=== design 1 ===
### Wiring heat map, design 1

Drawn at 8 px/micron. 10 x 10 tiles, from white (low) to dark blue (high), scaled to the fullest tile. Values are wire area over tile area, all layers added.
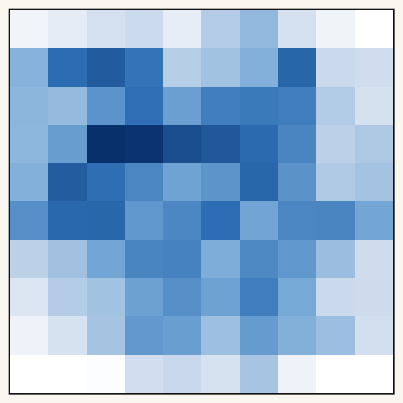
### Clock wires, drivers and flops, design 1

Drawn at 10 px/micron.
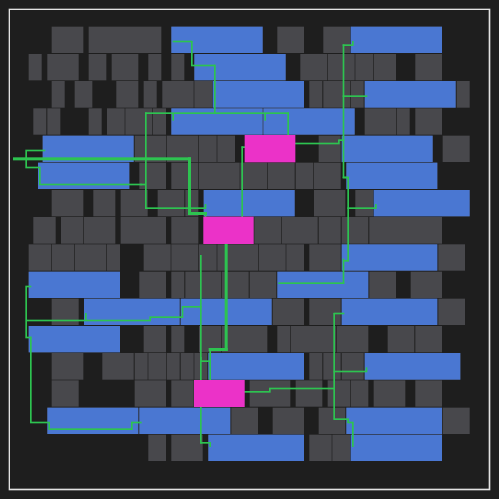
### Nets reached from selected ports, design 1

Drawn at 10 px/micron.
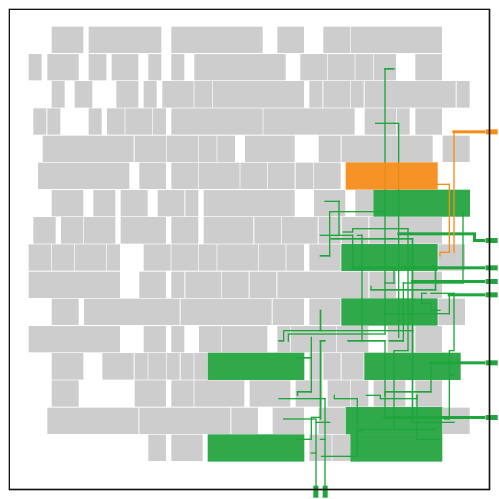
**src/rtl/regbank_write_arbiter.sv**
```systemverilog
// Two-requester write arbiter that zero-clears NREG registers after reset or on demand, then forwards writes.
// Contention winner: requester 0 always; round-robin when PRIO_ROUND_ROBIN_EN is defined.
module regbank_write_arbiter #(
  parameter int NREG = 5,
  parameter int W    = 8
) (
  input  logic         clock,
  input  logic         reset,
  input  logic         req0_valid,
  input  logic [2:0]   req0_reg,
  input  logic [W-1:0] req0_data,
  output logic         req0_ready,
  input  logic         req1_valid,
  input  logic [2:0]   req1_reg,
  input  logic [W-1:0] req1_data,
  output logic         req1_ready,
  input  logic         clear_start,
  output logic         wr_en,
  output logic [2:0]   wr_reg,
  output logic [W-1:0] wr_data,
  output logic         busy,
  output logic [1:0]   grant,
  output logic         err,
  output logic [7:0]   conflict_cnt
);

  typedef enum logic {CLEAR = 1'b0, RUN = 1'b1} state_t;

  localparam logic [2:0] LAST_IDX = 3'(NREG - 1);
  localparam logic [2:0] RA_IDX   = 3'd7;

  state_t         state_q, state_d;
  logic [2:0]     idx_q, idx_d;
  logic           prio0;
  logic           acc;
  logic           legal;
  logic           stall;
  logic [2:0]     acc_reg;
  logic [W-1:0]   acc_data;

`ifdef PRIO_ROUND_ROBIN_EN
  // rr_q set means requester 1 is owed the next contended grant
  logic rr_q;

  always_ff @(posedge clock or negedge reset) begin
    if (!reset) begin
      rr_q <= 1'b0;
    end else if (acc) begin
      rr_q <= req0_ready;
    end
  end

  assign prio0 = !rr_q;
`else
  assign prio0 = 1'b1;
`endif

  always_comb begin
    state_d    = state_q;
    idx_d      = idx_q;
    req0_ready = 1'b0;
    req1_ready = 1'b0;
    case (state_q)
      CLEAR: begin
        if (idx_q == LAST_IDX) begin
          state_d = RUN;
          idx_d   = 3'd0;
        end else begin
          idx_d = idx_q + 3'd1;
        end
      end
      RUN: begin
        req0_ready = req0_valid && (!req1_valid || prio0);
        req1_ready = req1_valid && !req0_ready;
        // the transfer of this cycle still completes before the clear begins
        if (clear_start) begin
          state_d = CLEAR;
          idx_d   = 3'd0;
        end
      end
      default: begin
        state_d = CLEAR;
        idx_d   = 3'd0;
      end
    endcase
  end

  assign acc      = req0_ready || req1_ready;
  assign acc_reg  = req1_ready ? req1_reg  : req0_reg;
  assign acc_data = req1_ready ? req1_data : req0_data;
  assign legal    = (int'(acc_reg) < NREG) || (acc_reg == RA_IDX);
  assign stall    = (req0_valid && !req0_ready) || (req1_valid && !req1_ready);
  assign busy     = (state_q == CLEAR);

  always_ff @(posedge clock or negedge reset) begin
    if (!reset) begin
      state_q      <= CLEAR;
      idx_q        <= 3'd0;
      wr_en        <= 1'b0;
      wr_reg       <= 3'd0;
      wr_data      <= '0;
      grant        <= 2'b00;
      err          <= 1'b0;
      conflict_cnt <= 8'd0;
    end else begin
      state_q <= state_d;
      idx_q   <= idx_d;
      grant   <= {req1_ready, req0_ready};
      if (state_q == CLEAR) begin
        wr_en   <= 1'b1;
        wr_reg  <= idx_q;
        wr_data <= '0;
      end else if (acc && legal) begin
        wr_en   <= 1'b1;
        wr_reg  <= acc_reg;
        wr_data <= acc_data;
      end else begin
        wr_en <= 1'b0;
      end
      // unimplemented index: consumed so the requester is not stuck, but never written
      if (acc && !legal) begin
        err <= 1'b1;
      end
      if (stall && (conflict_cnt != 8'hFF)) begin
        conflict_cnt <= conflict_cnt + 8'd1;
      end
    end
  end

endmodule

```
**config.mk**
```make
export PLATFORM = sky130hd
export DESIGN_NAME = regbank_write_arbiter
export DESIGN_NICKNAME = d
export VERILOG_FILES = /design/src/rtl/regbank_write_arbiter.sv
export SDC_FILE = /design/constraint.sdc
export NUM_CORES = 1
export LEC_CHECK = 0
export CAP_MARGIN = 20
export CORE_MARGIN = 1.5
export CORE_UTILIZATION = 64
export CTS_BUF_LIST = sky130_fd_sc_hd__clkbuf_8
export CTS_CLUSTER_SIZE = 14
export DETAILED_ROUTE_END_ITERATION = 8
export DONT_BUFFER_PORTS = 1
export HOLD_SLACK_MARGIN = 0.15
export PLACE_DENSITY_LB_ADDON = 0.1
export SLEW_MARGIN = 10
export SYNTH_ARGS = -nofsm -noshare
export SYNTH_HDL_FRONTEND = slang
export SYNTH_SLANG_ARGS = --single-unit
```
**constraint.sdc**
```tcl
create_clock -name clock -period 1.88 [get_ports clock]
set_input_delay 0.376 -clock clock [delete_from_list [all_inputs] [get_ports clock]]
set_output_delay 0.376 -clock clock [all_outputs]
set_load 0.1 [all_outputs]
```
==> notes.org <==
#+TITLE: Synthesis and PnR summary

** STA
- Worst slew pin tran :: 0.362 ns
- Maximum frequency from static timing analysis :: 554 MHz
- For reference, the final report shows the hold violation count at 0.
- The final timing report counts setup violations totalling 0.

** Synth
- The share of the Yosys chip area taken by registers is 52.4%.
- The synthesized netlist was found by Yosys to have 122 cells.
- Post-synthesis xor/xnor area fraction :: 6.12%
- Total of warnings raised by yosys :: 0
- After synthesis, the largest area contributor takes up 52.4% of total cell area.
- Once synthesis finished, the tally of register bits stood at 27.

** Final layout
- Most frequently placed logic cell in the final layout :: sky130_fd_sc_hd__buf_4
- Count of non-CTS buffers in the layout :: 31
- In the final layout, the share of cells above drive strength 1 is 30.7%.
- After filler insertion, the fill cell instance count of the layout stands at 109.
- Total of clock buffers placed in the layout :: 3
- Most frequent cells in the layout :: sky130_fd_sc_hd__buf_4 (28), sky130_fd_sc_hd__dfrtp_1 (19), sky130_fd_sc_hd__nand2_1 (12), sky130_fd_sc_hd__inv_1 (9), sky130_fd_sc_hd__dfrtp_2 (8)

** Outcome
- Result of the run :: completed

** Placed design
- Final HPWL DP :: 2.42 mm

** Clocking
- Latest clock arrival within the worst-skew pair :: 0.27 ns
- The clock tree has to reach 27 sinks.
- The number of setup buffers added after CTS is 0.

** Die
- Die Width :: 47.9 microns
- Row generation in the floorplan step produced 16 rows.
- Before placement the cells fill 67.1% of the core.
- Total die size :: 2290 sq um

** Setup path
- Kind of critical path :: register to output pin

** Global routing
- The first global-routing pass estimated 4.87 mm of wire.
- The number of antenna violations at the first check in global routing came to 0.
## Picture notes: 'Wiring heat map' of design 1
nearly empty tiles: 6.0%
tiles over half the peak: 47%
fullest tile: 0.56
mean over tiles: 0.25
emptiest ninth of the die: lower left
routed wirelength normalized by instance count: 19.0 microns
via count: 1,132
sum of routed wire length over all layers: 3.42 mm
global router's overall resource usage: 31.5%

## Picture notes: 'Clock wires, drivers and flops' of design 1
legend:
  magenta:
    item: cells driving clock nets
    count: 3
  blue:
    item: flip-flops
    count: 27
  green:
    item: clock wires
    length: 265 microns
flops lie: all over the die

## Picture notes: 'Nets reached from selected ports' of design 1
legend:
  green:
    port: conflict_cnt
    direction: output
    edge: 6 right, 2 bottom
    end_cells: 8
    buffers: 8
    wire: 377 microns
  orange:
    port: wr_en
    direction: output
    edge: right
    end_cells: 1
    buffers: 1
    wire: 24.5 microns
port buffer count: 0
I/O pin count: 53

==> routing by layer <==
layer	wire length, microns	part of all wire [%]
met4	108	3.2
met1	1190	35
met2	1830	53
met3	294	8.6
met5	0	0
==> path summary, 6_finish.rpt <==
kind                       depth (start not counted)  slack (ns)               to   startpoint
setup / recovery                                   3        0.07       req1_ready      state_q
hold / removal                                     1        0.18         idx_q[1]  clear_start
setup reg to reg                                   5        0.17       wr_data[1]      state_q
hold reg to reg                                    2        0.55       wr_data[5]   wr_data[5]
max in group asynchronous                          2        1.19  conflict_cnt[1]        reset
min in group asynchronous                          2        0.53  conflict_cnt[6]        reset

=== design 2 ===
## src/rtl/pg_prefix_add_pipe_if.sv

```systemverilog
// Valid/ready stream interface for pg_prefix_add_pipe.
// The in_abs input exists only when PG_PREFIX_ABS_DIFF_EN is defined.
interface pg_prefix_add_pipe_if #(
    parameter int WIDTH = 32
);
    logic             in_valid;
    logic             in_ready;
    logic [WIDTH-1:0] in_a;
    logic [WIDTH-1:0] in_b;
    logic             in_cin;
    logic             in_sub;
    logic             out_valid;
    logic             out_ready;
    logic [WIDTH-1:0] out_sum;
    logic             out_cout;
    logic             out_ovf;
`ifdef PG_PREFIX_ABS_DIFF_EN
    logic             in_abs;

    modport master (
        output in_valid, in_a, in_b, in_cin, in_sub, in_abs, out_ready,
        input  in_ready, out_valid, out_sum, out_cout, out_ovf
    );
    modport slave (
        input  in_valid, in_a, in_b, in_cin, in_sub, in_abs, out_ready,
        output in_ready, out_valid, out_sum, out_cout, out_ovf
    );
`else
    modport master (
        output in_valid, in_a, in_b, in_cin, in_sub, out_ready,
        input  in_ready, out_valid, out_sum, out_cout, out_ovf
    );
    modport slave (
        input  in_valid, in_a, in_b, in_cin, in_sub, out_ready,
        output in_ready, out_valid, out_sum, out_cout, out_ovf
    );
`endif
endinterface

```

## src/rtl/pg_prefix_add_pipe.sv

```systemverilog
// Pipelined Kogge-Stone adder/subtractor with a global-stall valid/ready stream.
// Optional feature macro: PG_PREFIX_ABS_DIFF_EN adds a second B-A tree and the
// in_abs input so a subtract can return |A-B|.
// The carry-in is folded into bit 0's generate at the input stage, so after the
// last prefix level G[i] is the carry out of bit i. The final register stores the
// finished sum/flags, keeping every output register-driven.
module pg_prefix_add_pipe #(
    parameter int WIDTH      = 32,
    parameter int PIPE_EVERY = 2
) (
    input  logic                clk,
    input  logic                rst,
    pg_prefix_add_pipe_if.slave bus
);
    localparam int LOG2W = $clog2(WIDTH);
    // Per-level state word: {c0, original p, group P, group G}
    localparam int SW    = 3 * WIDTH + 1;
`ifdef PG_PREFIX_ABS_DIFF_EN
    localparam int NT    = 2;
`else
    localparam int NT    = 1;
`endif
    // Control word per level: bit 0 valid, bit 1 (abs builds only) pick |A-B|
    localparam int MW    = NT;

    logic                     stall_s;
    logic [MW-1:0]            meta_in_s;
    logic [MW-1:0]            meta0_r;
    logic [MW-1:0]            meta_s [0:LOG2W-1];
    logic [NT-1:0][WIDTH-1:0] tsum_s;
    logic                     cout_s;
    logic                     ovf_s;
    logic [WIDTH-1:0]         sel_sum_s;
    logic                     out_valid_r;
    logic [WIDTH-1:0]         out_sum_r;
    logic                     out_cout_r;
    logic                     out_ovf_r;

    assign stall_s      = out_valid_r & ~bus.out_ready;
    assign bus.in_ready = ~stall_s;

`ifdef PG_PREFIX_ABS_DIFF_EN
    assign meta_in_s = {bus.in_abs & bus.in_sub, bus.in_valid};
`else
    assign meta_in_s = bus.in_valid;
`endif

    // Input-stage control register; a bubble enters whenever no beat is accepted
    always_ff @(posedge clk) begin
        if (rst) begin
            meta0_r <= {MW{1'b0}};
        end else if (!stall_s) begin
            meta0_r <= meta_in_s;
        end
    end
    assign meta_s[0] = meta0_r;

    // Control words follow the same register placement as the prefix data
    for (genvar k = 0; k < LOG2W - 1; k++) begin : g_meta
        if (((k + 1) % PIPE_EVERY) == 0) begin : g_reg
            logic [MW-1:0] meta_r;
            // Level-boundary control register, frozen during a stall
            always_ff @(posedge clk) begin
                if (rst) begin
                    meta_r <= {MW{1'b0}};
                end else if (!stall_s) begin
                    meta_r <= meta_s[k];
                end
            end
            assign meta_s[k+1] = meta_r;
        end else begin : g_wire
            assign meta_s[k+1] = meta_s[k];
        end
    end

    // Tree 0 computes A+B+cin or A-B; tree 1 (abs builds) computes B-A
    for (genvar t = 0; t < NT; t++) begin : g_tree
        logic [SW-1:0]    lv_s [0:LOG2W-1];
        logic [SW-1:0]    st0_r;
        logic [WIDTH-1:0] x_s;
        logic [WIDTH-1:0] y_s;
        logic [WIDTH-1:0] p0_s;
        logic [WIDTH-1:0] g0_s;
        logic             c0_s;

        if (t == 0) begin : g_ab
            assign x_s  = bus.in_a;
            assign y_s  = bus.in_sub ? ~bus.in_b : bus.in_b;
            assign c0_s = bus.in_sub | bus.in_cin;
        end else begin : g_ba
            assign x_s  = bus.in_b;
            assign y_s  = ~bus.in_a;
            assign c0_s = 1'b1;
        end

        assign p0_s = x_s ^ y_s;
        assign g0_s = (x_s & y_s) | {{(WIDTH-1){1'b0}}, p0_s[0] & c0_s};

        // Input-stage data register; only reloads on an accepted beat
        always_ff @(posedge clk) begin
            if (rst) begin
                st0_r <= {SW{1'b0}};
            end else if (!stall_s && bus.in_valid) begin
                st0_r <= {c0_s, p0_s, p0_s, g0_s};
            end
        end
        assign lv_s[0] = st0_r;

        // All prefix levels but the last; spans past the MSB fall off the shift
        for (genvar k = 0; k < LOG2W - 1; k++) begin : g_lvl
            localparam int               SPAN     = int'(32'd1 << k);
            localparam logic [WIDTH-1:0] LOW_MASK = {WIDTH{1'b1}} >> (WIDTH - SPAN);
            logic [WIDTH-1:0] g_s;
            logic [WIDTH-1:0] p_s;
            logic [WIDTH-1:0] gn_s;
            logic [WIDTH-1:0] pn_s;
            logic [SW-1:0]    nx_s;

            assign g_s  = lv_s[k][WIDTH-1:0];
            assign p_s  = lv_s[k][2*WIDTH-1:WIDTH];
            assign gn_s = g_s | (p_s & (g_s << SPAN));
            assign pn_s = p_s & ((p_s << SPAN) | LOW_MASK);
            assign nx_s = {lv_s[k][SW-1:2*WIDTH], pn_s, gn_s};

            if (((k + 1) % PIPE_EVERY) == 0) begin : g_reg
                logic [SW-1:0] lv_r;
                // Level-boundary data register, frozen during a stall
                always_ff @(posedge clk) begin
                    if (rst) begin
                        lv_r <= {SW{1'b0}};
                    end else if (!stall_s) begin
                        lv_r <= nx_s;
                    end
                end
                assign lv_s[k+1] = lv_r;
            end else begin : g_wire
                assign lv_s[k+1] = nx_s;
            end
        end

        // Last level needs only G; it feeds the sum directly
        localparam int SPAN_L = int'(32'd1 << (LOG2W - 1));
        logic [WIDTH-1:0] gl_s;
        logic [WIDTH-1:0] pl_s;
        logic [WIDTH-1:0] po_s;
        logic [WIDTH-1:0] gf_s;
        logic             c0l_s;

        assign gl_s      = lv_s[LOG2W-1][WIDTH-1:0];
        assign pl_s      = lv_s[LOG2W-1][2*WIDTH-1:WIDTH];
        assign po_s      = lv_s[LOG2W-1][3*WIDTH-1:2*WIDTH];
        assign c0l_s     = lv_s[LOG2W-1][SW-1];
        assign gf_s      = gl_s | (pl_s & (gl_s << SPAN_L));
        assign tsum_s[t] = po_s ^ {gf_s[WIDTH-2:0], c0l_s};

        if (t == 0) begin : g_flags
            assign cout_s = gf_s[WIDTH-1];
            assign ovf_s  = gf_s[WIDTH-1] ^ gf_s[WIDTH-2];
        end
    end

    // Result select: B-A replaces A-B when |A-B| is requested and A < B
    always_comb begin
        sel_sum_s = tsum_s[0];
`ifdef PG_PREFIX_ABS_DIFF_EN
        if (meta_s[LOG2W-1][1] && !cout_s) begin
            sel_sum_s = tsum_s[1];
        end else begin
            sel_sum_s = tsum_s[0];
        end
`endif
    end

    // Output register; result fields only change when a valid beat lands
    always_ff @(posedge clk) begin
        if (rst) begin
            out_valid_r <= 1'b0;
            out_sum_r   <= {WIDTH{1'b0}};
            out_cout_r  <= 1'b0;
            out_ovf_r   <= 1'b0;
        end else if (!stall_s) begin
            out_valid_r <= meta_s[LOG2W-1][0];
            if (meta_s[LOG2W-1][0]) begin
                out_sum_r  <= sel_sum_s;
                out_cout_r <= cout_s;
                out_ovf_r  <= ovf_s;
            end
        end
    end

    assign bus.out_valid = out_valid_r;
    assign bus.out_sum   = out_sum_r;
    assign bus.out_cout  = out_cout_r;
    assign bus.out_ovf   = out_ovf_r;
endmodule

```

## src/flat_wrapper.sv

```systemverilog
// flat-port wrapper written by rule: the top's interface ports become plain ports
module pg_prefix_add_pipe_flat 
#(
    parameter int WIDTH      = 32,
    parameter int PIPE_EVERY = 2
)
  (clk, rst, bus_in_valid, bus_in_a, bus_in_b, bus_in_cin, bus_in_sub, bus_out_ready, bus_in_ready, bus_out_valid, bus_out_sum, bus_out_cout, bus_out_ovf);
  pg_prefix_add_pipe_if #(.WIDTH(WIDTH)) bus_i ();
  input  logic clk;
  input  logic rst;
  input wire logic [$bits(bus_i.in_valid)-1:0] bus_in_valid;
  input wire logic [$bits(bus_i.in_a)-1:0] bus_in_a;
  input wire logic [$bits(bus_i.in_b)-1:0] bus_in_b;
  input wire logic [$bits(bus_i.in_cin)-1:0] bus_in_cin;
  input wire logic [$bits(bus_i.in_sub)-1:0] bus_in_sub;
  input wire logic [$bits(bus_i.out_ready)-1:0] bus_out_ready;
  output wire logic [$bits(bus_i.in_ready)-1:0] bus_in_ready;
  output wire logic [$bits(bus_i.out_valid)-1:0] bus_out_valid;
  output wire logic [$bits(bus_i.out_sum)-1:0] bus_out_sum;
  output wire logic [$bits(bus_i.out_cout)-1:0] bus_out_cout;
  output wire logic [$bits(bus_i.out_ovf)-1:0] bus_out_ovf;
  assign bus_i.in_valid = bus_in_valid;
  assign bus_i.in_a = bus_in_a;
  assign bus_i.in_b = bus_in_b;
  assign bus_i.in_cin = bus_in_cin;
  assign bus_i.in_sub = bus_in_sub;
  assign bus_i.out_ready = bus_out_ready;
  assign bus_in_ready = bus_i.in_ready;
  assign bus_out_valid = bus_i.out_valid;
  assign bus_out_sum = bus_i.out_sum;
  assign bus_out_cout = bus_i.out_cout;
  assign bus_out_ovf = bus_i.out_ovf;
  pg_prefix_add_pipe #(.WIDTH(WIDTH), .PIPE_EVERY(PIPE_EVERY)) u_core (.clk(clk), .rst(rst), .bus(bus_i));
endmodule
```

## config.mk

```make
export PLATFORM = sky130hd
export DESIGN_NAME = pg_prefix_add_pipe_flat
export DESIGN_NICKNAME = d
export VERILOG_FILES = /design/src/rtl/pg_prefix_add_pipe_if.sv /design/src/rtl/pg_prefix_add_pipe.sv /design/src/flat_wrapper.sv
export SDC_FILE = /design/constraint.sdc
export NUM_CORES = 1
export LEC_CHECK = 0
export CAP_MARGIN = 20
export CORE_MARGIN = 1
export CORE_UTILIZATION = 52
export CTS_CLUSTER_SIZE = 12
export DETAILED_ROUTE_END_ITERATION = 16
export PLACE_DENSITY_LB_ADDON = 0.15
export SLEW_MARGIN = 0
export SYNTH_ARGS = -nofsm -noshare
export SYNTH_HDL_FRONTEND = slang
export SYNTH_SLANG_ARGS = --single-unit
```

## constraint.sdc

```tcl
create_clock -name clk -period 1.25 [get_ports clk]
set_input_delay 0.125 -clock clk [delete_from_list [all_inputs] [get_ports clk]]
set_output_delay 0.125 -clock clk [all_outputs]
set_load 0.01 [all_outputs]
```

### Gate-type map, design 2

Drawn at 2 px/micron.
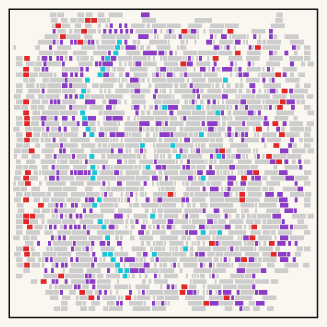
legend:
  red:
    family: XOR/XNOR gates
    cells: 65
    where: all over the die
  purple:
    family: inverting AOI/OAI gates
    cells: 385
    where: all over the die
  cyan:
    family: AND-OR and OR-AND gates
    cells: 45
most frequently placed logic cell in the final layout: sky130_fd_sc_hd__dfxtp_1
logic share of the area: 39.7%

==> notes.org <==
#+TITLE: Synthesis and PnR summary

** Global routing
- The number of global-route vias before repair is 9,792.
- Global-route wire length before repair :: 51.8 mm
- Met3 Resource Use GR :: 2.75%

** Hold path
- The path with the worst hold slack has its endpoint at u_core.g_tree[0].st0_r[18].

** STA
- Final-report setup violation count :: 281
- Setup WS post-layout :: -0.254 ns
- WHS :: 0.0643 ns

** Outcome
- Result of the run :: complete, but fails checks
- The final reports fail on setup timing.

** Setup path
- For the worst reg-to-reg path, the startpoint reported by OpenROAD is u_core.bus.out_valid.
- Measured in cells, the most critical reg-to-reg path has a length of 7.

** Route
- Number of remaining DRC errors :: 0

** Clocking
- Library cell used as clock root buffer :: sky130_fd_sc_hd__clkbuf_16
- Hold bufs inserted after CTS :: 1

** Synth
- Largest cells by area after synthesis :: sky130_fd_sc_hd__dfxtp_1 (47%), sky130_fd_sc_hd__a21oi_1 (9.8%), sky130_fd_sc_hd__nand2_1 (6.9%)
- Cell type with the largest total area after synthesis :: sky130_fd_sc_hd__dfxtp_1

** Final layout
- The design has 277 sequential cells.
- Most frequent cells in the layout :: sky130_fd_sc_hd__dfxtp_1 (276), sky130_fd_sc_hd__nand2_1 (198), sky130_fd_sc_hd__a21oi_1 (179), sky130_fd_sc_hd__clkdlybuf4s50_1 (66), sky130_fd_sc_hd__a21oi_2 (54)

** Power and ir drop
- The analysis attributes to cell leakage a power of 6.31 nW.
[metrics by stage]
step	TNS (ns)	cell area, sq um
floorplan	-0.150	12000
global placement	-75.75	13600
detailed placement	-83.04	13600
CTS	-20.11	14900
global route	-43.57	16200
finish	-31.37	16200
[power by group]
group          internal [mW]  total, mW  switching (mW)
logic                   1.00       2.07            1.06
clock network           4.62       7.99            3.36
registers               9.16       9.53           0.365
[worst max-delay path, delay by kind of cell, from the launching register on]
family          cells  cell delay [ns]
buf+inv             4             0.58
flops               1             0.33
compound gates      1             0.18
simple gates        2             0.32

=== design 3 ===
### Clock wires, drivers and flops, design 3

Drawn at 4 px/micron.
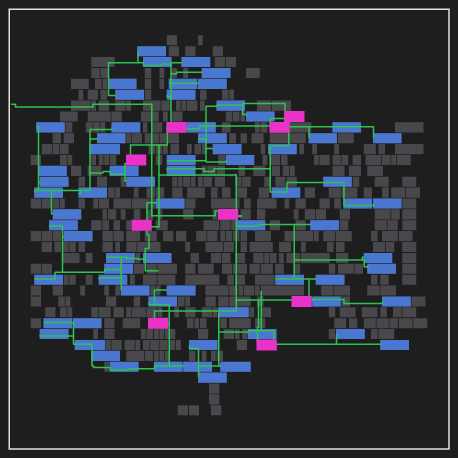
### Wiring heat map, design 3

Drawn at 3 px/micron. 22 x 22 tiles, from white (low) to dark blue (high), scaled to the fullest tile. Values are wire area over tile area, all layers added.
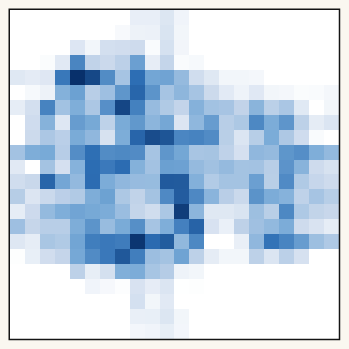
==> src/rtl/bcd_pkg.sv <==
// Shared types and helpers for the binary-to-BCD converter.
// Holds FSM encoding, the add-3 adjust function and BCD constants.
package bcd_pkg;

  typedef enum logic [1:0] {
    IDLE  = 2'd0,
    SHIFT = 2'd1,
    DONE  = 2'd2
  } state_t;

  localparam logic [3:0] BCD_NINE = 4'd9;

  function automatic logic [3:0] add3_adjust(
    input logic [3:0] nibble
  );
    return (nibble >= 4'd5) ? nibble + 4'd3 : nibble;
  endfunction

endpackage

==> src/rtl/bcd_digit_adjust.sv <==
// Single-digit add-3 cell applied before each double-dabble shift.
// Purely combinational; one instance per BCD digit.
module bcd_digit_adjust
  import bcd_pkg::*;
(
  input  logic [3:0] d,
  output logic [3:0] q
);

  assign q = add3_adjust(d);

endmodule

==> src/rtl/bin_to_bcd_converter.sv <==
// Sequential double-dabble binary to packed BCD converter.
// Results and the leading-zero mask hold until the next conversion.
module bin_to_bcd_converter
  import bcd_pkg::*;
#(
  parameter int BIN_WIDTH = 16,
  parameter int DIGITS    = 5
) (
  input  logic                  clk,
  input  logic                  reset_n,
  input  logic                  start,
  input  logic [BIN_WIDTH-1:0]  bin_in,
  output logic                  ready,
  output logic                  busy,
  output logic                  done,
  output logic [4*DIGITS-1:0]   bcd_out,
  output logic [DIGITS-1:0]     blank,
  output logic                  overflow
);

  localparam int SW = 4 * DIGITS;
  localparam int CW = $clog2(BIN_WIDTH) + 1;

  localparam logic [1:0] ST_IDLE  = 2'(IDLE);
  localparam logic [1:0] ST_SHIFT = 2'(SHIFT);
  localparam logic [1:0] ST_DONE  = 2'(DONE);

  localparam logic [DIGITS-1:0] BLANK_RST =
    {{(DIGITS-1){1'b1}}, 1'b0};

  logic [1:0]           state;
  logic [BIN_WIDTH-1:0] bin_sr;
  logic [SW-1:0]        scr;
  logic [SW-1:0]        adj;
  logic [SW-1:0]        nxt_scr;
  logic [SW-1:0]        nines;
  logic [SW-1:0]        res;
  logic [DIGITS-1:0]    blk;
  logic [CW-1:0]        cnt;
  logic                 ovf_s;
  logic                 nxt_ovf;
  logic                 last;
  logic                 z;

  for (genvar k = 0; k < DIGITS; k++) begin : g_adj
    bcd_digit_adjust u_adj (
      .d (scr[4*k +: 4]),
      .q (adj[4*k +: 4])
    );
    assign nines[4*k +: 4] = BCD_NINE;
  end

  // A 1 leaving the top nibble means the value no longer fits.
  assign nxt_scr = {adj[SW-2:0], bin_sr[BIN_WIDTH-1]};
  assign nxt_ovf = ovf_s | adj[SW-1];
  assign res     = nxt_ovf ? nines : nxt_scr;
  assign last    = (cnt == CW'(BIN_WIDTH - 1));

  always_comb begin
    blk = '0;
    z   = 1'b1;
    for (int k = DIGITS - 1; k >= 1; k--) begin
      z      = z & (res[4*k +: 4] == 4'd0);
      blk[k] = z;
    end
  end

  assign ready = (state == ST_IDLE);
  assign busy  = (state == ST_SHIFT) || (state == ST_DONE);

  always_ff @(posedge clk) begin
    if (!reset_n) begin
      state    <= ST_IDLE;
      bin_sr   <= '0;
      scr      <= '0;
      cnt      <= '0;
      ovf_s    <= 1'b0;
      done     <= 1'b0;
      bcd_out  <= '0;
      blank    <= BLANK_RST;
      overflow <= 1'b0;
    end else begin
      done <= 1'b0;
      unique case (state)
        ST_IDLE: begin
          if (start) begin
            bin_sr <= bin_in;
            scr    <= '0;
            cnt    <= '0;
            ovf_s  <= 1'b0;
            state  <= ST_SHIFT;
          end
        end
        ST_SHIFT: begin
          bin_sr <= {bin_sr[BIN_WIDTH-2:0], 1'b0};
          scr    <= nxt_scr;
          ovf_s  <= nxt_ovf;
          cnt    <= cnt + CW'(1);
          if (last) begin
            state    <= ST_DONE;
            done     <= 1'b1;
            bcd_out  <= res;
            blank    <= blk;
            overflow <= nxt_ovf;
          end
        end
        ST_DONE: state <= ST_IDLE;
        default: state <= ST_IDLE;
      endcase
    end
  end

endmodule

==> config.mk <==
export PLATFORM = sky130hd
export DESIGN_NAME = bin_to_bcd_converter
export DESIGN_NICKNAME = d
export VERILOG_FILES = /design/src/rtl/bcd_pkg.sv /design/src/rtl/bcd_digit_adjust.sv /design/src/rtl/bin_to_bcd_converter.sv
export SDC_FILE = /design/constraint.sdc
export NUM_CORES = 1
export LEC_CHECK = 0
export CORE_MARGIN = 5
export CORE_UTILIZATION = 35
export CTS_CLUSTER_DIAMETER = 50
export DETAILED_ROUTE_END_ITERATION = 16
export PLACE_DENSITY = 0.69
export SLEW_MARGIN = 5
export SYNTH_ARGS = -nofsm -noshare
export SYNTH_HDL_FRONTEND = slang
export SYNTH_SLANG_ARGS = --single-unit
==> constraint.sdc <==
create_clock -name clk -period 1.8 [get_ports clk]
set_input_delay 0.45 -clock clk [delete_from_list [all_inputs] [get_ports clk]]
set_output_delay 0.45 -clock clk [all_outputs]
set_load 0.05 [all_outputs]
==> notes.org <==
#+TITLE: Synthesis and PnR summary

** Outcome
- The run finished with clean final reports.

** Power and ir drop
- Power comes to 3.42 mW.
- Looking at the power breakdown, sequential logic takes 47.9% of the total.
- Fraction of power consumed by combinational cells :: 13.8%
- Per report_power, the Sequential row totals 1.64 mW.
- Net Switching :: 0.876 mW

** Setup path
- Broken down by cell family, the worst path's largest delay share belongs to simple AND/OR/NAND/NOR gates.
- Crit path from :: scr[17]
- The worst setup path is launched from a register.
- Number of cells traversed by the worst register-to-register path :: 8
- In the setup report, the worst path falls into the class register to register.

** Placed design
- Per the gpl log, the routability congestion estimate is 0.788.

** Die
- Die extent in y :: 110 microns
- The core region is 9730 sq um.
- In this run the horizontal extent of the chip is 110 microns.
- For this configuration, the core starts out at a cell density of 35.7%.

** Route
- Number of design-rule violations left by the first detailed-router iteration :: 151
- After detailed routing, the number of vias per cell comes to 5.27.

** Synth
- Largest cells by area after synthesis :: sky130_fd_sc_hd__dfxtp_1 (40%), sky130_fd_sc_hd__a21oi_1 (6.2%), sky130_fd_sc_hd__nor2_1 (5.9%)
- Post-synthesis xor/xnor area fraction :: 1.48%
- The chip area line in the Yosys stat output reads 3470 sq um.
- Yosys stat counts 413 cells in the synthesized netlist.
- Flip-flops with a built-in enable :: 0
- Share of the yosys chip area belonging to registers :: 40.4%
- Asr flop ratio synth :: 0%
- The synthesis log from Yosys contains 0 warnings.
- Synthesis produced a netlist whose cell count is 413.

** Clocking
- H-tree depth :: 3
- Library cell used as clock root buffer :: sky130_fd_sc_hd__clkbuf_8

** Final layout
- The post-route utilization of the core is recorded as 46.9%.
- Per the layout area report, the combinational gate area comes to 1980 sq um.
- The fraction of cell area in multi-input combinational cells is reported as 43.4%.
- Register share of the cell area :: 30.8%
- The layout has 13 clock buffers.
- Counting the inverters off the clock network in the layout gives 17.
- Sequential cells placed in the final layout were counted as 70.

** STA
- Setup repair after global routing could not meet its margin everywhere.

** Global routing
- The number of global-route vias before repair came to 3,184.
- For this run, global-route usage on met3 was measured as 3.93%.
## Picture notes: 'Clock wires, drivers and flops' of design 3
legend:
  blue:
    item: flip-flops
    count: 70
  magenta:
    item: cells driving clock nets
    count: 9
  green:
    item: clock wires
    length: 943 microns
routed clock nets: 10
latest clock arrival within the worst-skew pair: 0.35 ns
clock group power: 1.31 mW
Clock power frac: 38.2%

## Picture notes: 'Wiring heat map' of design 3
mean over tiles: 0.12
nearly empty tiles: 33%
fullest tile: 0.49
tiles over half the peak: 17%
routed wirelength normalized by instance count: 14.8 microns
global router's overall resource usage: 15.8%
via count: 3,252
sum of routed wire length over all layers: 9.13 mm

==> worst reg2reg max path, cell delays in order, from the launching register on <==
cell and delay [ns]:
sky130_fd_sc_hd__dfxtp_2 0.34, sky130_fd_sc_hd__inv_2 0.05, sky130_fd_sc_hd__ha_2 0.16, sky130_fd_sc_hd__nand2b_4 0.14, sky130_fd_sc_hd__or3b_4 0.26, sky130_fd_sc_hd__nand2_4 0.07
sky130_fd_sc_hd__nor4b_4 0.30, sky130_fd_sc_hd__o211ai_2 0.18, sky130_fd_sc_hd__o31ai_2 0.20


==> gallery <==
Track usage over the die.
shot_01.png
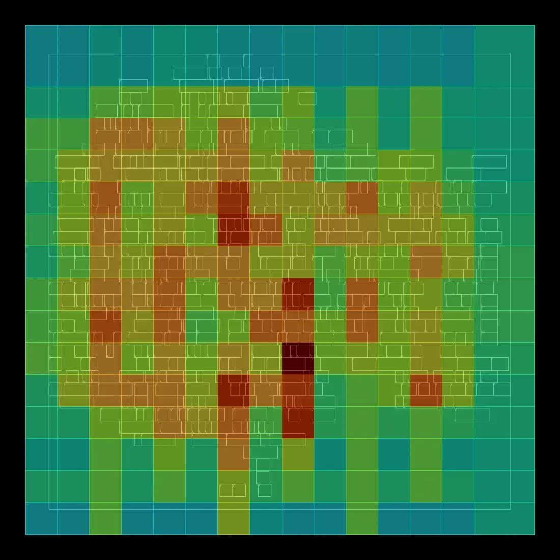
shot_02.png
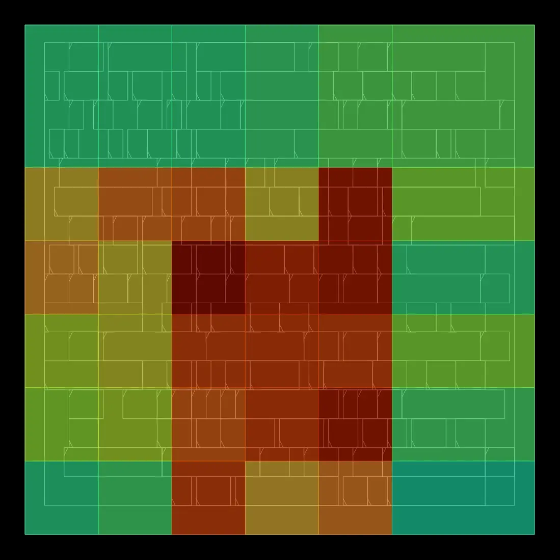
shot_03.png
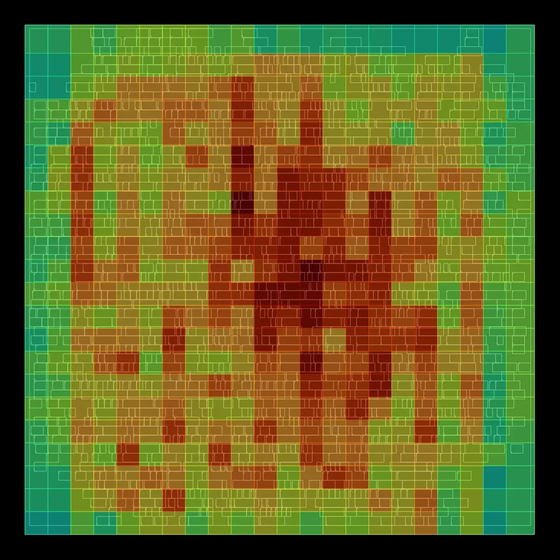
shot_01.png -> design 3
shot_03.png -> design 2
shot_02.png -> design 1

Power and IR drop assume default switching activity.
